# coin_acceptor

$ cat config.mk
export PLATFORM = sky130hd
export DESIGN_NAME = coin_acceptor
export DESIGN_NICKNAME = d
export VERILOG_FILES = /design/src/rtl/vending_pkg.sv /design/src/rtl/coin_debounce.sv /design/src/rtl/coin_acceptor.sv
export SDC_FILE = /design/constraint.sdc
export NUM_CORES = 1
export LEC_CHECK = 0
export ABC_AREA = 1
export CORE_AREA = 2 2 49 51
export CTS_CLUSTER_DIAMETER = 100
export DETAILED_ROUTE_END_ITERATION = 12
export DIE_AREA = 0 0 51 53
export GPL_ROUTABILITY_DRIVEN = 0
export PLACE_DENSITY_LB_ADDON = 0.2
export SLEW_MARGIN = 15
export SYNTH_ARGS = -nofsm -noshare
export SYNTH_HDL_FRONTEND = slang
export SYNTH_HIERARCHICAL = 1
export SYNTH_SLANG_ARGS = --single-unit
$ cat constraint.sdc
create_clock -name clk -period 1.6 [get_ports clk]
set_input_delay 0.16 -clock clk [delete_from_list [all_inputs] [get_ports clk]]
set_output_delay 0.16 -clock clk [all_outputs]
set_load 0.03 [all_outputs]
$ cat src/rtl/vending_pkg.sv
// Shared definitions for the vending front end: coin codes and debouncer states.
package vending_pkg;

  localparam logic [1:0] COIN_NONE = 2'b00;
  localparam logic [1:0] COIN_5    = 2'b01;
  localparam logic [1:0] COIN_10   = 2'b10;

  typedef enum logic [1:0] {
    DB_IDLE,
    DB_QUAL_HI,
    DB_HELD,
    DB_QUAL_LO
  } db_state_e;

endpackage

$ cat src/rtl/coin_debounce.sv
// One coin sensor: 2-flop synchroniser, then a debouncer that strobes coin_event
// exactly once per qualified high pulse.
module coin_debounce
  import vending_pkg::*;
#(
  parameter int DEBOUNCE_CYCLES = 16
) (
  input  logic clk,
  input  logic reset,
  input  logic sense,
  output logic coin_event
);

  localparam int CW = $clog2(DEBOUNCE_CYCLES + 1);
  localparam logic [CW-1:0] LAST = CW'(DEBOUNCE_CYCLES);
  localparam logic [CW-1:0] ONE  = CW'(1);

  logic          sync1_q, sync2_q;
  db_state_e     state_q, state_d;
  logic [CW-1:0] count_q, count_d;
  logic          event_q, event_d;

  always_ff @(posedge clk or negedge reset) begin
    if (!reset) begin
      sync1_q <= 1'b0;
      sync2_q <= 1'b0;
      state_q <= DB_IDLE;
      count_q <= '0;
      event_q <= 1'b0;
    end else begin
      sync1_q <= sense;
      sync2_q <= sync1_q;
      state_q <= state_d;
      count_q <= count_d;
      event_q <= event_d;
    end
  end

  // With a single-cycle qualification window the QUAL states are skipped entirely.
  always_comb begin
    state_d = state_q;
    count_d = count_q;
    event_d = 1'b0;
    case (state_q)
      DB_IDLE: begin
        if (sync2_q) begin
          if (LAST == ONE) begin
            state_d = DB_HELD;
            count_d = '0;
            event_d = 1'b1;
          end else begin
            state_d = DB_QUAL_HI;
            count_d = ONE;
          end
        end
      end
      DB_QUAL_HI: begin
        if (!sync2_q) begin
          state_d = DB_IDLE;
          count_d = '0;
        end else if (count_q + ONE == LAST) begin
          state_d = DB_HELD;
          count_d = '0;
          event_d = 1'b1;
        end else begin
          count_d = count_q + ONE;
        end
      end
      DB_HELD: begin
        if (!sync2_q) begin
          if (LAST == ONE) begin
            state_d = DB_IDLE;
            count_d = '0;
          end else begin
            state_d = DB_QUAL_LO;
            count_d = ONE;
          end
        end
      end
      DB_QUAL_LO: begin
        if (sync2_q) begin
          state_d = DB_HELD;
          count_d = '0;
        end else if (count_q + ONE == LAST) begin
          state_d = DB_IDLE;
          count_d = '0;
        end else begin
          count_d = count_q + ONE;
        end
      end
      default: begin
        state_d = DB_IDLE;
        count_d = '0;
      end
    endcase
  end

  assign coin_event = event_q;

endmodule

$ cat src/rtl/coin_acceptor.sv
// Coin front end: debounces both sensors and holds one coin code under valid/ready.
// Define COIN_ACCEPTOR_STATS_EN to add saturating accepted/rejected counters.
module coin_acceptor
  import vending_pkg::*;
#(
  parameter int DEBOUNCE_CYCLES = 16
) (
  input  logic        clk,
  input  logic        reset,
  input  logic        sense_5,
  input  logic        sense_10,
  input  logic        accept_en,
  output logic [1:0]  coin,
  output logic        coin_valid,
  input  logic        coin_ready,
  output logic        reject
`ifdef COIN_ACCEPTOR_STATS_EN
  ,
  output logic [15:0] accepted_cnt,
  output logic [15:0] rejected_cnt
`endif
);

  logic       ev5, ev10, single_ev, drain;
  logic [1:0] ev_code;
  logic [1:0] coin_q, coin_d;
  logic       valid_q, valid_d;
  logic       reject_q, reject_d;

  coin_debounce #(.DEBOUNCE_CYCLES(DEBOUNCE_CYCLES)) u_db5 (
    .clk        (clk),
    .reset      (reset),
    .sense      (sense_5),
    .coin_event (ev5)
  );

  coin_debounce #(.DEBOUNCE_CYCLES(DEBOUNCE_CYCLES)) u_db10 (
    .clk        (clk),
    .reset      (reset),
    .sense      (sense_10),
    .coin_event (ev10)
  );

  assign single_ev = ev5 ^ ev10;
  assign ev_code   = ev5 ? COIN_5 : COIN_10;
  assign drain     = valid_q & coin_ready;

  // A handshake always retires the held coin; a new coin may refill the slot on the same edge.
  always_comb begin
    coin_d   = coin_q;
    valid_d  = valid_q;
    reject_d = 1'b0;
    if (drain) begin
      coin_d  = COIN_NONE;
      valid_d = 1'b0;
    end
    if (ev5 && ev10) begin
      reject_d = 1'b1;
    end else if (single_ev) begin
      if (!accept_en) begin
        reject_d = 1'b1;
      end else if (!valid_q || drain) begin
        coin_d  = ev_code;
        valid_d = 1'b1;
      end else begin
        reject_d = 1'b1;
      end
    end
  end

  always_ff @(posedge clk or negedge reset) begin
    if (!reset) begin
      coin_q   <= COIN_NONE;
      valid_q  <= 1'b0;
      reject_q <= 1'b0;
    end else begin
      coin_q   <= coin_d;
      valid_q  <= valid_d;
      reject_q <= reject_d;
    end
  end

  assign coin       = coin_q;
  assign coin_valid = valid_q;
  assign reject     = reject_q;

`ifdef COIN_ACCEPTOR_STATS_EN
  logic [15:0] accepted_cnt_q, accepted_cnt_d;
  logic [15:0] rejected_cnt_q, rejected_cnt_d;

  always_comb begin
    accepted_cnt_d = accepted_cnt_q;
    rejected_cnt_d = rejected_cnt_q;
    if (drain && accepted_cnt_q != 16'hFFFF) accepted_cnt_d = accepted_cnt_q + 16'd1;
    if (reject_d && rejected_cnt_q != 16'hFFFF) rejected_cnt_d = rejected_cnt_q + 16'd1;
  end

  always_ff @(posedge clk or negedge reset) begin
    if (!reset) begin
      accepted_cnt_q <= '0;
      rejected_cnt_q <= '0;
    end else begin
      accepted_cnt_q <= accepted_cnt_d;
      rejected_cnt_q <= rejected_cnt_d;
    end
  end

  assign accepted_cnt = accepted_cnt_q;
  assign rejected_cnt = rejected_cnt_q;
`else
  // Statistics counters are not built in this configuration.
`endif

endmodule

# if_id_queue_flat

`src/rtl/if_id_queue_if.sv`:
```
// Fetch-side and decode-side handshake bundle for the IF/ID queue.
// The queue is attached through the slave modport; whoever drives fetch and ID uses master.
interface if_id_queue_if #(
    parameter int XLEN  = 32,
    parameter int ILEN  = 32,
    parameter int DEPTH = 2
);
    logic                           if_valid;
    logic [XLEN-1:0]                if_pc;
    logic [ILEN-1:0]                if_instr;
    logic                           if_ready;
    logic                           redirect;
    logic                           id_valid;
    logic [XLEN-1:0]                id_pc;
    logic [ILEN-1:0]                id_instr;
    logic                           id_ready;
    logic [$clog2(DEPTH+1)-1:0]     occupancy;
    logic                           squashing;

    modport master (
        output if_valid, if_pc, if_instr, redirect, id_ready,
        input  if_ready, id_valid, id_pc, id_instr, occupancy, squashing
    );

    modport slave (
        input  if_valid, if_pc, if_instr, redirect, id_ready,
        output if_ready, id_valid, id_pc, id_instr, occupancy, squashing
    );
endinterface

```
`src/rtl/if_id_queue.sv`:
```
// Fetch-to-decode FIFO stage with branch squash of queued and in-flight wrong-path beats.
// Shows a NOP bubble to decode whenever the queue is empty.
module if_id_queue #(
    parameter int              XLEN     = 32,
    parameter int              ILEN     = 32,
    parameter int              DEPTH    = 2,
    parameter int              SQUASH_N = 1,
    parameter logic [ILEN-1:0] NOP      = ILEN'(32'h0000_0013)
) (
    input  logic          clk,
    input  logic          rst,
    if_id_queue_if.slave  bus
);
    localparam int OCC_W = $clog2(DEPTH + 1);
    localparam int PTR_W = (DEPTH > 1) ? $clog2(DEPTH) : 1;
    localparam int SQ_W  = (SQUASH_N > 0) ? $clog2(SQUASH_N + 1) : 1;

    logic [XLEN-1:0]  mem_pc    [DEPTH];
    logic [ILEN-1:0]  mem_instr [DEPTH];
    logic [PTR_W-1:0] rd_ptr;
    logic [PTR_W-1:0] wr_ptr;
    logic [OCC_W-1:0] count;
    logic [SQ_W-1:0]  squash_cnt;

    logic squash_active;
    logic full;
    logic push;
    logic pop;

    // Pointers wrap explicitly so DEPTH need not be a power of two.
    function automatic logic [PTR_W-1:0] next_ptr(input logic [PTR_W-1:0] p);
        return (p == PTR_W'(DEPTH - 1)) ? '0 : p + 1'b1;
    endfunction

    assign squash_active = (squash_cnt != '0);
    assign full          = (count == OCC_W'(DEPTH));
    assign bus.if_ready  = !full || squash_active;
    assign push          = bus.if_valid && bus.if_ready && !bus.redirect && !squash_active;
    assign pop           = (count != '0) && bus.id_ready && !bus.redirect;

    always_ff @(posedge clk or posedge rst) begin
        if (rst) begin
            count      <= '0;
            rd_ptr     <= '0;
            wr_ptr     <= '0;
            squash_cnt <= '0;
        end else if (bus.redirect) begin
            count      <= '0;
            rd_ptr     <= '0;
            wr_ptr     <= '0;
            squash_cnt <= SQ_W'(SQUASH_N);
        end else begin
            if (push) begin
                wr_ptr <= next_ptr(wr_ptr);
            end
            if (pop) begin
                rd_ptr <= next_ptr(rd_ptr);
            end
            if (push && !pop) begin
                count <= count + 1'b1;
            end else if (!push && pop) begin
                count <= count - 1'b1;
            end
            // Wrong-path beats are swallowed regardless of decode stalls.
            if (squash_active && bus.if_valid) begin
                squash_cnt <= squash_cnt - 1'b1;
            end
        end
    end

    always_ff @(posedge clk) begin
        if (push) begin
            mem_pc[wr_ptr]    <= bus.if_pc;
            mem_instr[wr_ptr] <= bus.if_instr;
        end
    end

    assign bus.id_valid  = (count != '0);
    assign bus.id_pc     = bus.id_valid ? mem_pc[rd_ptr] : '0;
    assign bus.id_instr  = bus.id_valid ? mem_instr[rd_ptr] : NOP;
    assign bus.occupancy = count;
    assign bus.squashing = squash_active;
endmodule
```
`src/flat_wrapper.sv`:
```
// flat-port wrapper written by rule: the top's interface ports become plain ports
module if_id_queue_flat 
#(
    parameter int              XLEN     = 32,
    parameter int              ILEN     = 32,
    parameter int              DEPTH    = 2,
    parameter int              SQUASH_N = 1,
    parameter logic [ILEN-1:0] NOP      = ILEN'(32'h0000_0013)
)
  (clk, rst, bus_if_valid, bus_if_pc, bus_if_instr, bus_redirect, bus_id_ready, bus_if_ready, bus_id_valid, bus_id_pc, bus_id_instr, bus_occupancy, bus_squashing);
  if_id_queue_if #(.XLEN(XLEN), .ILEN(ILEN), .DEPTH(DEPTH)) bus_i ();
  input  logic clk;
  input  logic rst;
  input wire logic [$bits(bus_i.if_valid)-1:0] bus_if_valid;
  input wire logic [$bits(bus_i.if_pc)-1:0] bus_if_pc;
  input wire logic [$bits(bus_i.if_instr)-1:0] bus_if_instr;
  input wire logic [$bits(bus_i.redirect)-1:0] bus_redirect;
  input wire logic [$bits(bus_i.id_ready)-1:0] bus_id_ready;
  output wire logic [$bits(bus_i.if_ready)-1:0] bus_if_ready;
  output wire logic [$bits(bus_i.id_valid)-1:0] bus_id_valid;
  output wire logic [$bits(bus_i.id_pc)-1:0] bus_id_pc;
  output wire logic [$bits(bus_i.id_instr)-1:0] bus_id_instr;
  output wire logic [$bits(bus_i.occupancy)-1:0] bus_occupancy;
  output wire logic [$bits(bus_i.squashing)-1:0] bus_squashing;
  assign bus_i.if_valid = bus_if_valid;
  assign bus_i.if_pc = bus_if_pc;
  assign bus_i.if_instr = bus_if_instr;
  assign bus_i.redirect = bus_redirect;
  assign bus_i.id_ready = bus_id_ready;
  assign bus_if_ready = bus_i.if_ready;
  assign bus_id_valid = bus_i.id_valid;
  assign bus_id_pc = bus_i.id_pc;
  assign bus_id_instr = bus_i.id_instr;
  assign bus_occupancy = bus_i.occupancy;
  assign bus_squashing = bus_i.squashing;
  if_id_queue #(.XLEN(XLEN), .ILEN(ILEN), .DEPTH(DEPTH), .SQUASH_N(SQUASH_N), .NOP(NOP)) u_core (.clk(clk), .rst(rst), .bus(bus_i));
endmodule
```
`config.mk`:
```
export PLATFORM = sky130hd
export DESIGN_NAME = if_id_queue_flat
export DESIGN_NICKNAME = d
export VERILOG_FILES = /design/src/rtl/if_id_queue_if.sv /design/src/rtl/if_id_queue.sv /design/src/flat_wrapper.sv
export SDC_FILE = /design/constraint.sdc
export NUM_CORES = 1
export LEC_CHECK = 0
export CAP_MARGIN = 5
export CORE_AREA = 2 2 102 104
export DETAILED_ROUTE_END_ITERATION = 16
export DIE_AREA = 0 0 104 106
export GPL_ROUTABILITY_DRIVEN = 0
export PLACE_DENSITY = 0.89
export SYNTH_ARGS = -nofsm -noshare
export SYNTH_HDL_FRONTEND = slang
export SYNTH_SLANG_ARGS = --single-unit
```
`constraint.sdc`:
```
create_clock -name clk -period 13 [get_ports clk]
set_clock_uncertainty 0.2 [all_clocks]
set_input_delay 1.95 -clock clk [delete_from_list [all_inputs] [get_ports clk]]
set_output_delay 1.95 -clock clk [all_outputs]
set_load 0.02 [all_outputs]
```

==> screenshots <==
Cell sizes after repair.
Scale bar: 20 um.
image #1
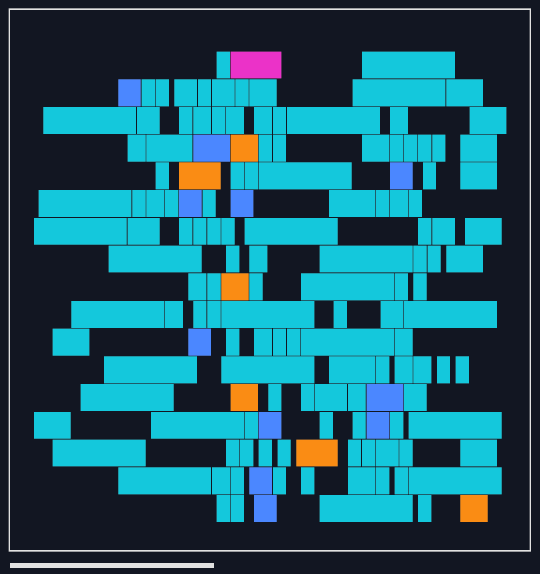
image #2
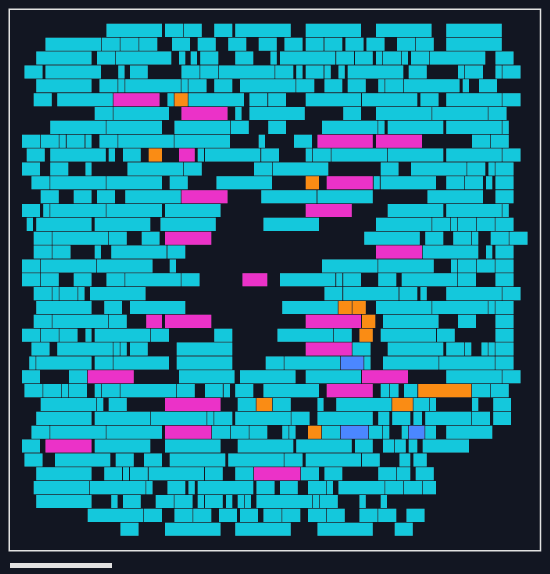
coin_acceptor is image #1.
if_id_queue_flat is image #2.
Of these, most cells: image #2

Key to image #2:
Key: cyan = drive 1 or less [cells 424, share 92%]; blue = drive 2 [cells 3, share 0.65%]; orange = drive 3 to 4 [cells 11, share 2.4%]; magenta = drive 6 and up [cells 22, share 4.8%]

==> if_id_queue_flat/final_clocks.png <==
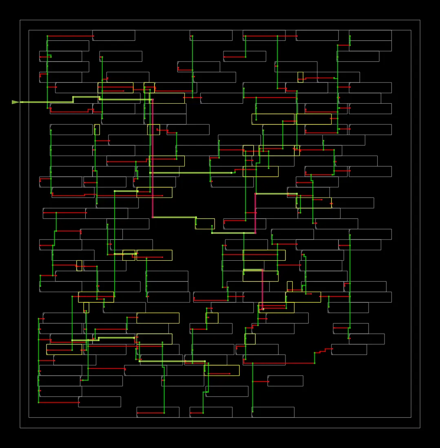
clkbuf count: 17
sequential cell count: 133
worst skew pair latency: 0.50 ns

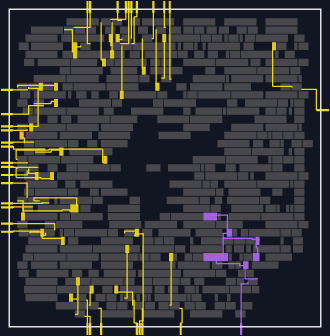
(if_id_queue_flat/port_nets.png)
Key: purple = bus_redirect [bits 1, direction input, edge bottom, end cells 7, buffers 1, wire 86.6 um]; yellow = bus_id_pc [bits 32, direction output, edge 14 left, 10 top, 7 bottom, 1 right, end cells 32, buffers 32, wire 687 um]
number of port buffers: 137
Top Ports: 138

==> results.json, if_id_queue_flat <==
{
  "firstDrtPassIters": 4,
  "setup.worst_path.end": "bus_id_instr[3]",
  "ff2ff_setup_slack_ns": 10.91,
  "yosys_warnings": 0,
  "startpoint_type": "flip-flop",
  "cts_resized": 0,
  "use_met1_pct": 22.5,
  "pwr-share-seq_pct": 47.4,
  "synthTopCellsByArea": "edfxtp_1 (76%), mux2i_1 (13%), nor2_1 (4.6%)",
  "detail-route-antenna-nets": 0,
  "netSwitchingPower_uw": 214,
  "routed_via_density": 5.02,
  "cts_tree": "done",
  "max_stage_delay_ns": 0.60,
  "drt-initial-drc-count": 126,
  "outcome": "finished, final reports clean",
  "top_area_share_pct": 75.6,
  "synth-seq-cells": 133,
  "period_used_pct": 37.6,
  "antenna_cells": 0,
  "route.met2.wl_um": 5320,
  "yosysCellCount": 299,
  "fin_nets": 516,
  "timing.fmax_mhz": 205,
  "mux_share_pct": 12.6
}
[if_id_queue_flat: flip-flops by register name, summed over array words and instances, names as in the netlist]
name	cells
u_core.bus.squashing	1
u_core.wr_ptr	1
u_core.mem_instr	64
u_core.bus.occupancy	2
u_core.mem_pc	64
u_core.rd_ptr	1
[if_id_queue_flat: per-stage QoR]
step | cell area (um^2) | hold slack (ns) | util, %
after floorplan | 5090 | 0.329 | -
after global placement | 6610 | 0.347 | 66.1
after detailed placement | 6610 | 0.376 | 66.1
after CTS | 7180 | 0.390 | 71.8
after global routing | 7180 | 0.439 | 71.8
final | 7180 | 0.395 | 71.8
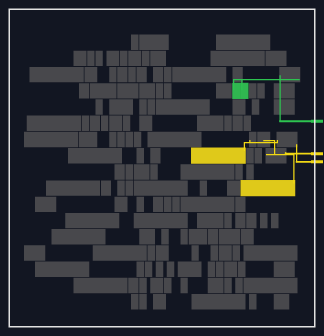
(coin_acceptor/port_nets.png)
Key: green = accept_en [bits 1, direction input, edge right, end cells 2, buffers 1, wire 27.4 um]; yellow = coin [bits 2, direction output, edge right, end cells 2, buffers 2, wire 31.1 um]
Top Ports: 10
number of port buffers: 9

==> results.json, coin_acceptor <==
{
  "outcome": "finished, final reports clean",
  "place_hpwl_um": 1390,
  "synthTopLogicFamily": "simple AND/OR/NAND/NOR gates",
  "ys_seq_share_pct": 52.5,
  "die_area_um2": 2700,
  "setup-tns-final_ns": 0,
  "flops": 24,
  "mux_share_pct": 0,
  "wl_met1_um": 855,
  "min_period_ns": 1.52,
  "core_area_um2": 2150,
  "drive_gt1_share_pct": 12.2,
  "seq_area_um2": 601,
  "finalHoldViolCount": 0,
  "cts_max_path_buffers": 2,
  "crit_path_max_fanout": 3,
  "route.met2.wl_um": 956,
  "startpoint": "coin_valid$_DFF_PN0_",
  "row_count": 17,
  "initCoreUtil_pct": 53.3,
  "die_h_um": 53,
  "rsz0062_at_grt": "no",
  "hold_class": "input port to asynchronous set/reset pin",
  "cts.sinks": 24,
  "max_stage_delay_ns": 0.67,
  "top_area_share_pct": 52.5,
  "placed_cell_area_um2": 1280,
  "power_density_nw_per_um2": 1260
}
## coin_acceptor: cell usage in the layout (no fill, tap or decap)
cell,Yosys,layout
o31ai_1,2,2
clkbuf_4,0,3
and2_1,1,1
ha_1,3,3
nor2_2,5,5
o22ai_1,2,2
nand2_2,4,4
clkbuf_8,0,1
nand3_2,2,2
a21o_1,1,1
clkdlybuf4s50_1,0,9
nor2_4,2,2
nand4_1,4,4
a21oi_1,4,4
dfrtp_1,24,24
o21ai_0,3,3
inv_1,23,23
nand3_1,9,9
a22o_1,2,2
nand2_1,34,34
nor2_1,8,8
buf_4,0,1

# quad_encoder_decoder

`src/rtl/quad_encoder_decoder.sv`:
```
// quad_encoder_decoder: synchronise, debounce and Gray-decode two quadrature encoders into step pulses
module quad_encoder_decoder #(
  parameter int DEBOUNCE_CYCLES = 1000,
  parameter int COUNTS_PER_STEP = 4
) (
  input  logic clk,
  input  logic reset,
  input  logic enc1a,
  input  logic enc1b,
  input  logic enc2a,
  input  logic enc2b,
  output logic p1_up,
  output logic p1_dn,
  output logic p1_err,
  output logic p2_up,
  output logic p2_dn,
  output logic p2_err
);
  localparam int SW = $clog2(DEBOUNCE_CYCLES + 3);
  localparam int CW = DEBOUNCE_CYCLES > 1 ? $clog2(DEBOUNCE_CYCLES) : 1;
  localparam int AW = $clog2(COUNTS_PER_STEP) + 2;
  localparam logic [CW-1:0] CMAX = CW'(DEBOUNCE_CYCLES - 1);
  localparam logic signed [AW-1:0] ONE = AW'(1);
  localparam logic signed [AW-1:0] CP = AW'(COUNTS_PER_STEP);
  localparam logic signed [AW-1:0] NCP = AW'(-COUNTS_PER_STEP);

  logic [3:0] pins, deb;
  logic [1:0] up, dn, err;
  logic [SW-1:0] settle_q;
  logic armed_q;

  assign pins = {enc2a, enc2b, enc1a, enc1b};

  always_ff @(posedge clk) begin
    if (reset) begin
      settle_q <= '0;
      armed_q  <= 1'b0;
    end else if (!armed_q) begin
      settle_q <= settle_q + 1'b1;
      armed_q  <= settle_q == SW'(DEBOUNCE_CYCLES + 2);
    end
  end

  for (genvar i = 0; i < 4; i++) begin : g_pin
    logic s1_q, s2_q, deb_q;
    logic [CW-1:0] cnt_q;
    always_ff @(posedge clk) begin
      if (reset) begin
        s1_q  <= 1'b0;
        s2_q  <= 1'b0;
        deb_q <= 1'b0;
        cnt_q <= '0;
      end else begin
        s1_q <= pins[i];
        s2_q <= s1_q;
        if (s2_q == deb_q) cnt_q <= '0;
        else if (cnt_q == CMAX) begin
          deb_q <= s2_q;
          cnt_q <= '0;
        end else cnt_q <= cnt_q + 1'b1;
      end
    end
    assign deb[i] = deb_q;
  end

  for (genvar c = 0; c < 2; c++) begin : g_ch
    logic [1:0] cur, prev_q, ci, pi;
    logic signed [AW-1:0] acc_q, acc_d, inc;
    logic is_up, is_dn, is_err, up_d, dn_d, up_q, dn_q, err_q;
    assign cur = deb[2*c+1:2*c];
    // Map {A,B} onto a 2-bit position so up/down become +1/-1 modulo 4
    assign ci = {cur[0], cur[1] ^ cur[0]};
    assign pi = {prev_q[0], prev_q[1] ^ prev_q[0]};
    always_comb begin
      is_up  = armed_q && ci == pi + 2'd1;
      is_dn  = armed_q && ci == pi - 2'd1;
      is_err = armed_q && (ci ^ pi) == 2'd2;
      inc    = is_up ? acc_q + ONE : acc_q - ONE;
      up_d   = is_up && inc == CP;
      dn_d   = is_dn && inc == NCP;
      acc_d  = (!armed_q || is_err || up_d || dn_d) ? '0 : (is_up || is_dn) ? inc : acc_q;
    end
    always_ff @(posedge clk) begin
      if (reset) begin
        prev_q <= '0;
        acc_q  <= '0;
        up_q   <= 1'b0;
        dn_q   <= 1'b0;
        err_q  <= 1'b0;
      end else begin
        prev_q <= cur;
        acc_q  <= acc_d;
        up_q   <= up_d;
        dn_q   <= dn_d;
        err_q  <= is_err;
      end
    end
    assign up[c]  = up_q;
    assign dn[c]  = dn_q;
    assign err[c] = err_q;
  end

  assign p1_up  = up[0];
  assign p1_dn  = dn[0];
  assign p1_err = err[0];
  assign p2_up  = up[1];
  assign p2_dn  = dn[1];
  assign p2_err = err[1];
endmodule

```
`config.mk`:
```
export PLATFORM = sky130hd
export DESIGN_NAME = quad_encoder_decoder
export DESIGN_NICKNAME = d
export VERILOG_FILES = /design/src/rtl/quad_encoder_decoder.sv
export SDC_FILE = /design/constraint.sdc
export NUM_CORES = 1
export LEC_CHECK = 0
export ABC_AREA = 1
export CAP_MARGIN = 20
export CORE_MARGIN = 10
export CORE_UTILIZATION = 45
export CTS_CLUSTER_SIZE = 40
export DETAILED_ROUTE_END_ITERATION = 8
export GPL_ROUTABILITY_DRIVEN = 0
export PLACE_DENSITY = 0.73
export SLEW_MARGIN = 0
export SYNTH_ARGS = -nofsm -noshare
export SYNTH_HDL_FRONTEND = slang
export SYNTH_SLANG_ARGS = --single-unit
```
`constraint.sdc`:
```
create_clock -name clk -period 6.4 [get_ports clk]
set_input_delay 0.64 -clock clk [delete_from_list [all_inputs] [get_ports clk]]
set_output_delay 0.64 -clock clk [all_outputs]
set_load 0.02 [all_outputs]
```
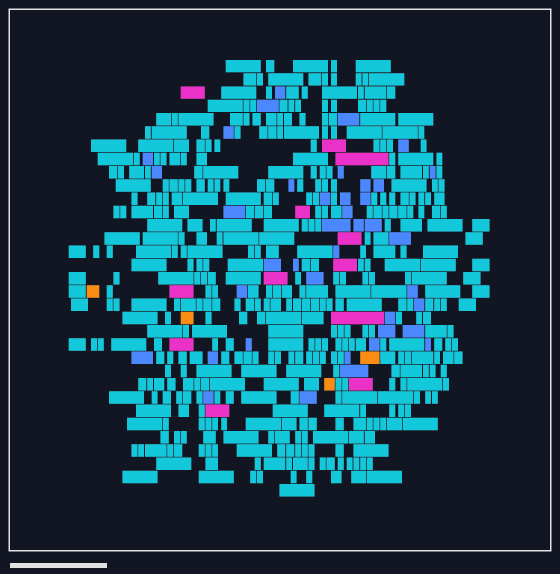
(quad_encoder_decoder/drive_strength.png)
Scale bar: 20 um.
Key: orange = drive 3 to 4 [cells 4, share 0.79%]; blue = drive 2 [cells 40, share 7.9%]; cyan = drive 1 or less [cells 449, share 89%]; magenta = drive 6 and up [cells 12, share 2.4%]
Area growth syn-to-layout: 11.0%
slack of the critical path: 4.12 ns

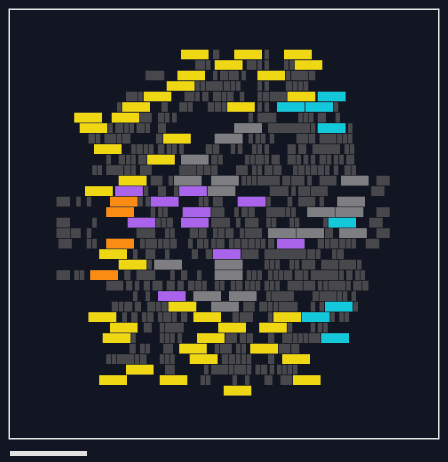
(quad_encoder_decoder/registers.png)
Scale bar: 20 um. Other sequential cells in the stronger grey, the rest of the logic in the fainter grey.
Key: cyan = g_ch.acc_q [flops 8]; purple = settle_q [flops 10, where middle]; orange = g_pin.s1_q [flops 4, where left middle]; yellow = g_pin.cnt_q [flops 40]
Another 19 sequential cells are not coloured.
flop share of the area: 39.4%
Core Util, Final: 50.6%
seq pwr: 512 uW
Flop area: 1620 um^2

==> results.json <==
{
  "clockBufferCount": 11,
  "cts.sinks": 81,
  "grt_pass1_vias": 2765,
  "pwr-share-clk_pct": 42.0,
  "use_met3_pct": 3.35,
  "worstHoldPathCells": 2,
  "drt-initial-drc-count": 110,
  "cp_num_cells": 13,
  "firstDrtPassIters": 4,
  "synthTopCellsByArea": "dfxtp_1 (44%), nand2_1 (9.1%), nor2_1 (7.4%)",
  "ys_seq_share_pct": 43.7,
  "outcome": "finished, final reports clean",
  "synth_cell_types": 36,
  "postCtsSetupBuffers": 0,
  "cts_resized": 0,
  "comb_cells": 324
}
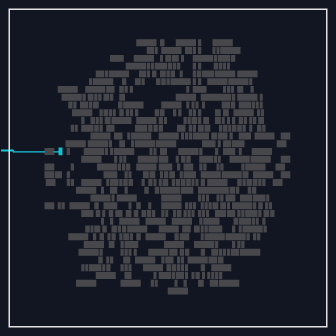
(quad_encoder_decoder/port_nets.png)
Key: cyan = enc1a [bits 1, direction input, edge left, end cells 1, buffers 1, wire 14.3 um]
Top Ports: 12
number of port buffers: 11

==> power groups by stage <==
stage,combinational (uW),sequential [uW],clock (uW)
after floorplan,12.2,523,0
after global placement,17.7,523,0
after detailed placement,18.0,523,0
after CTS,18.1,511,395
after global routing,20.9,512,413
final,17.9,512,383
==> kinds of logic after synthesis <==
family	share of synthesized area (%)
and+or+nand+nor	30.2
DFF	43.7
buffers and inverters	8.74
AOI/OAI and AO/OA	7.62
xor gates and xnor gates	4.65
adders and majority gates	5.13


==> notes/layouts.md <==
Pictures saved along the way, in no particular order.

Wiring by layer.
Scale bar: 20 um.
Plate I
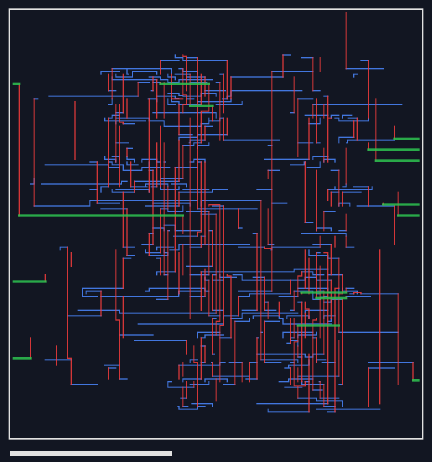
Plate II
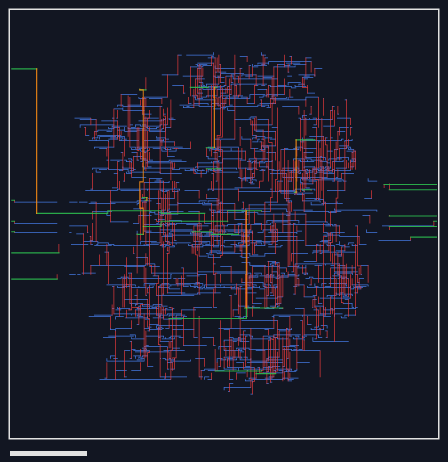
Plate III
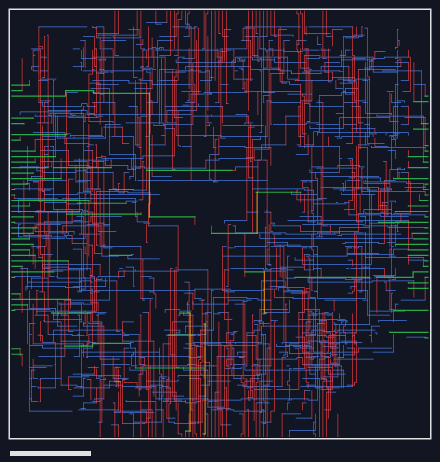
quad_encoder_decoder -> Plate II
if_id_queue_flat -> Plate III
coin_acceptor -> Plate I
- smallest die: Plate I
- most wire: Plate III

Key to Plate I:
Key: blue = met1 [wire length 856 um]; red = met2 [wire length 957 um]; green = met3 [wire length 72.0 um]

Power figures rest on the tool's default switching activity, not on a simulated workload.
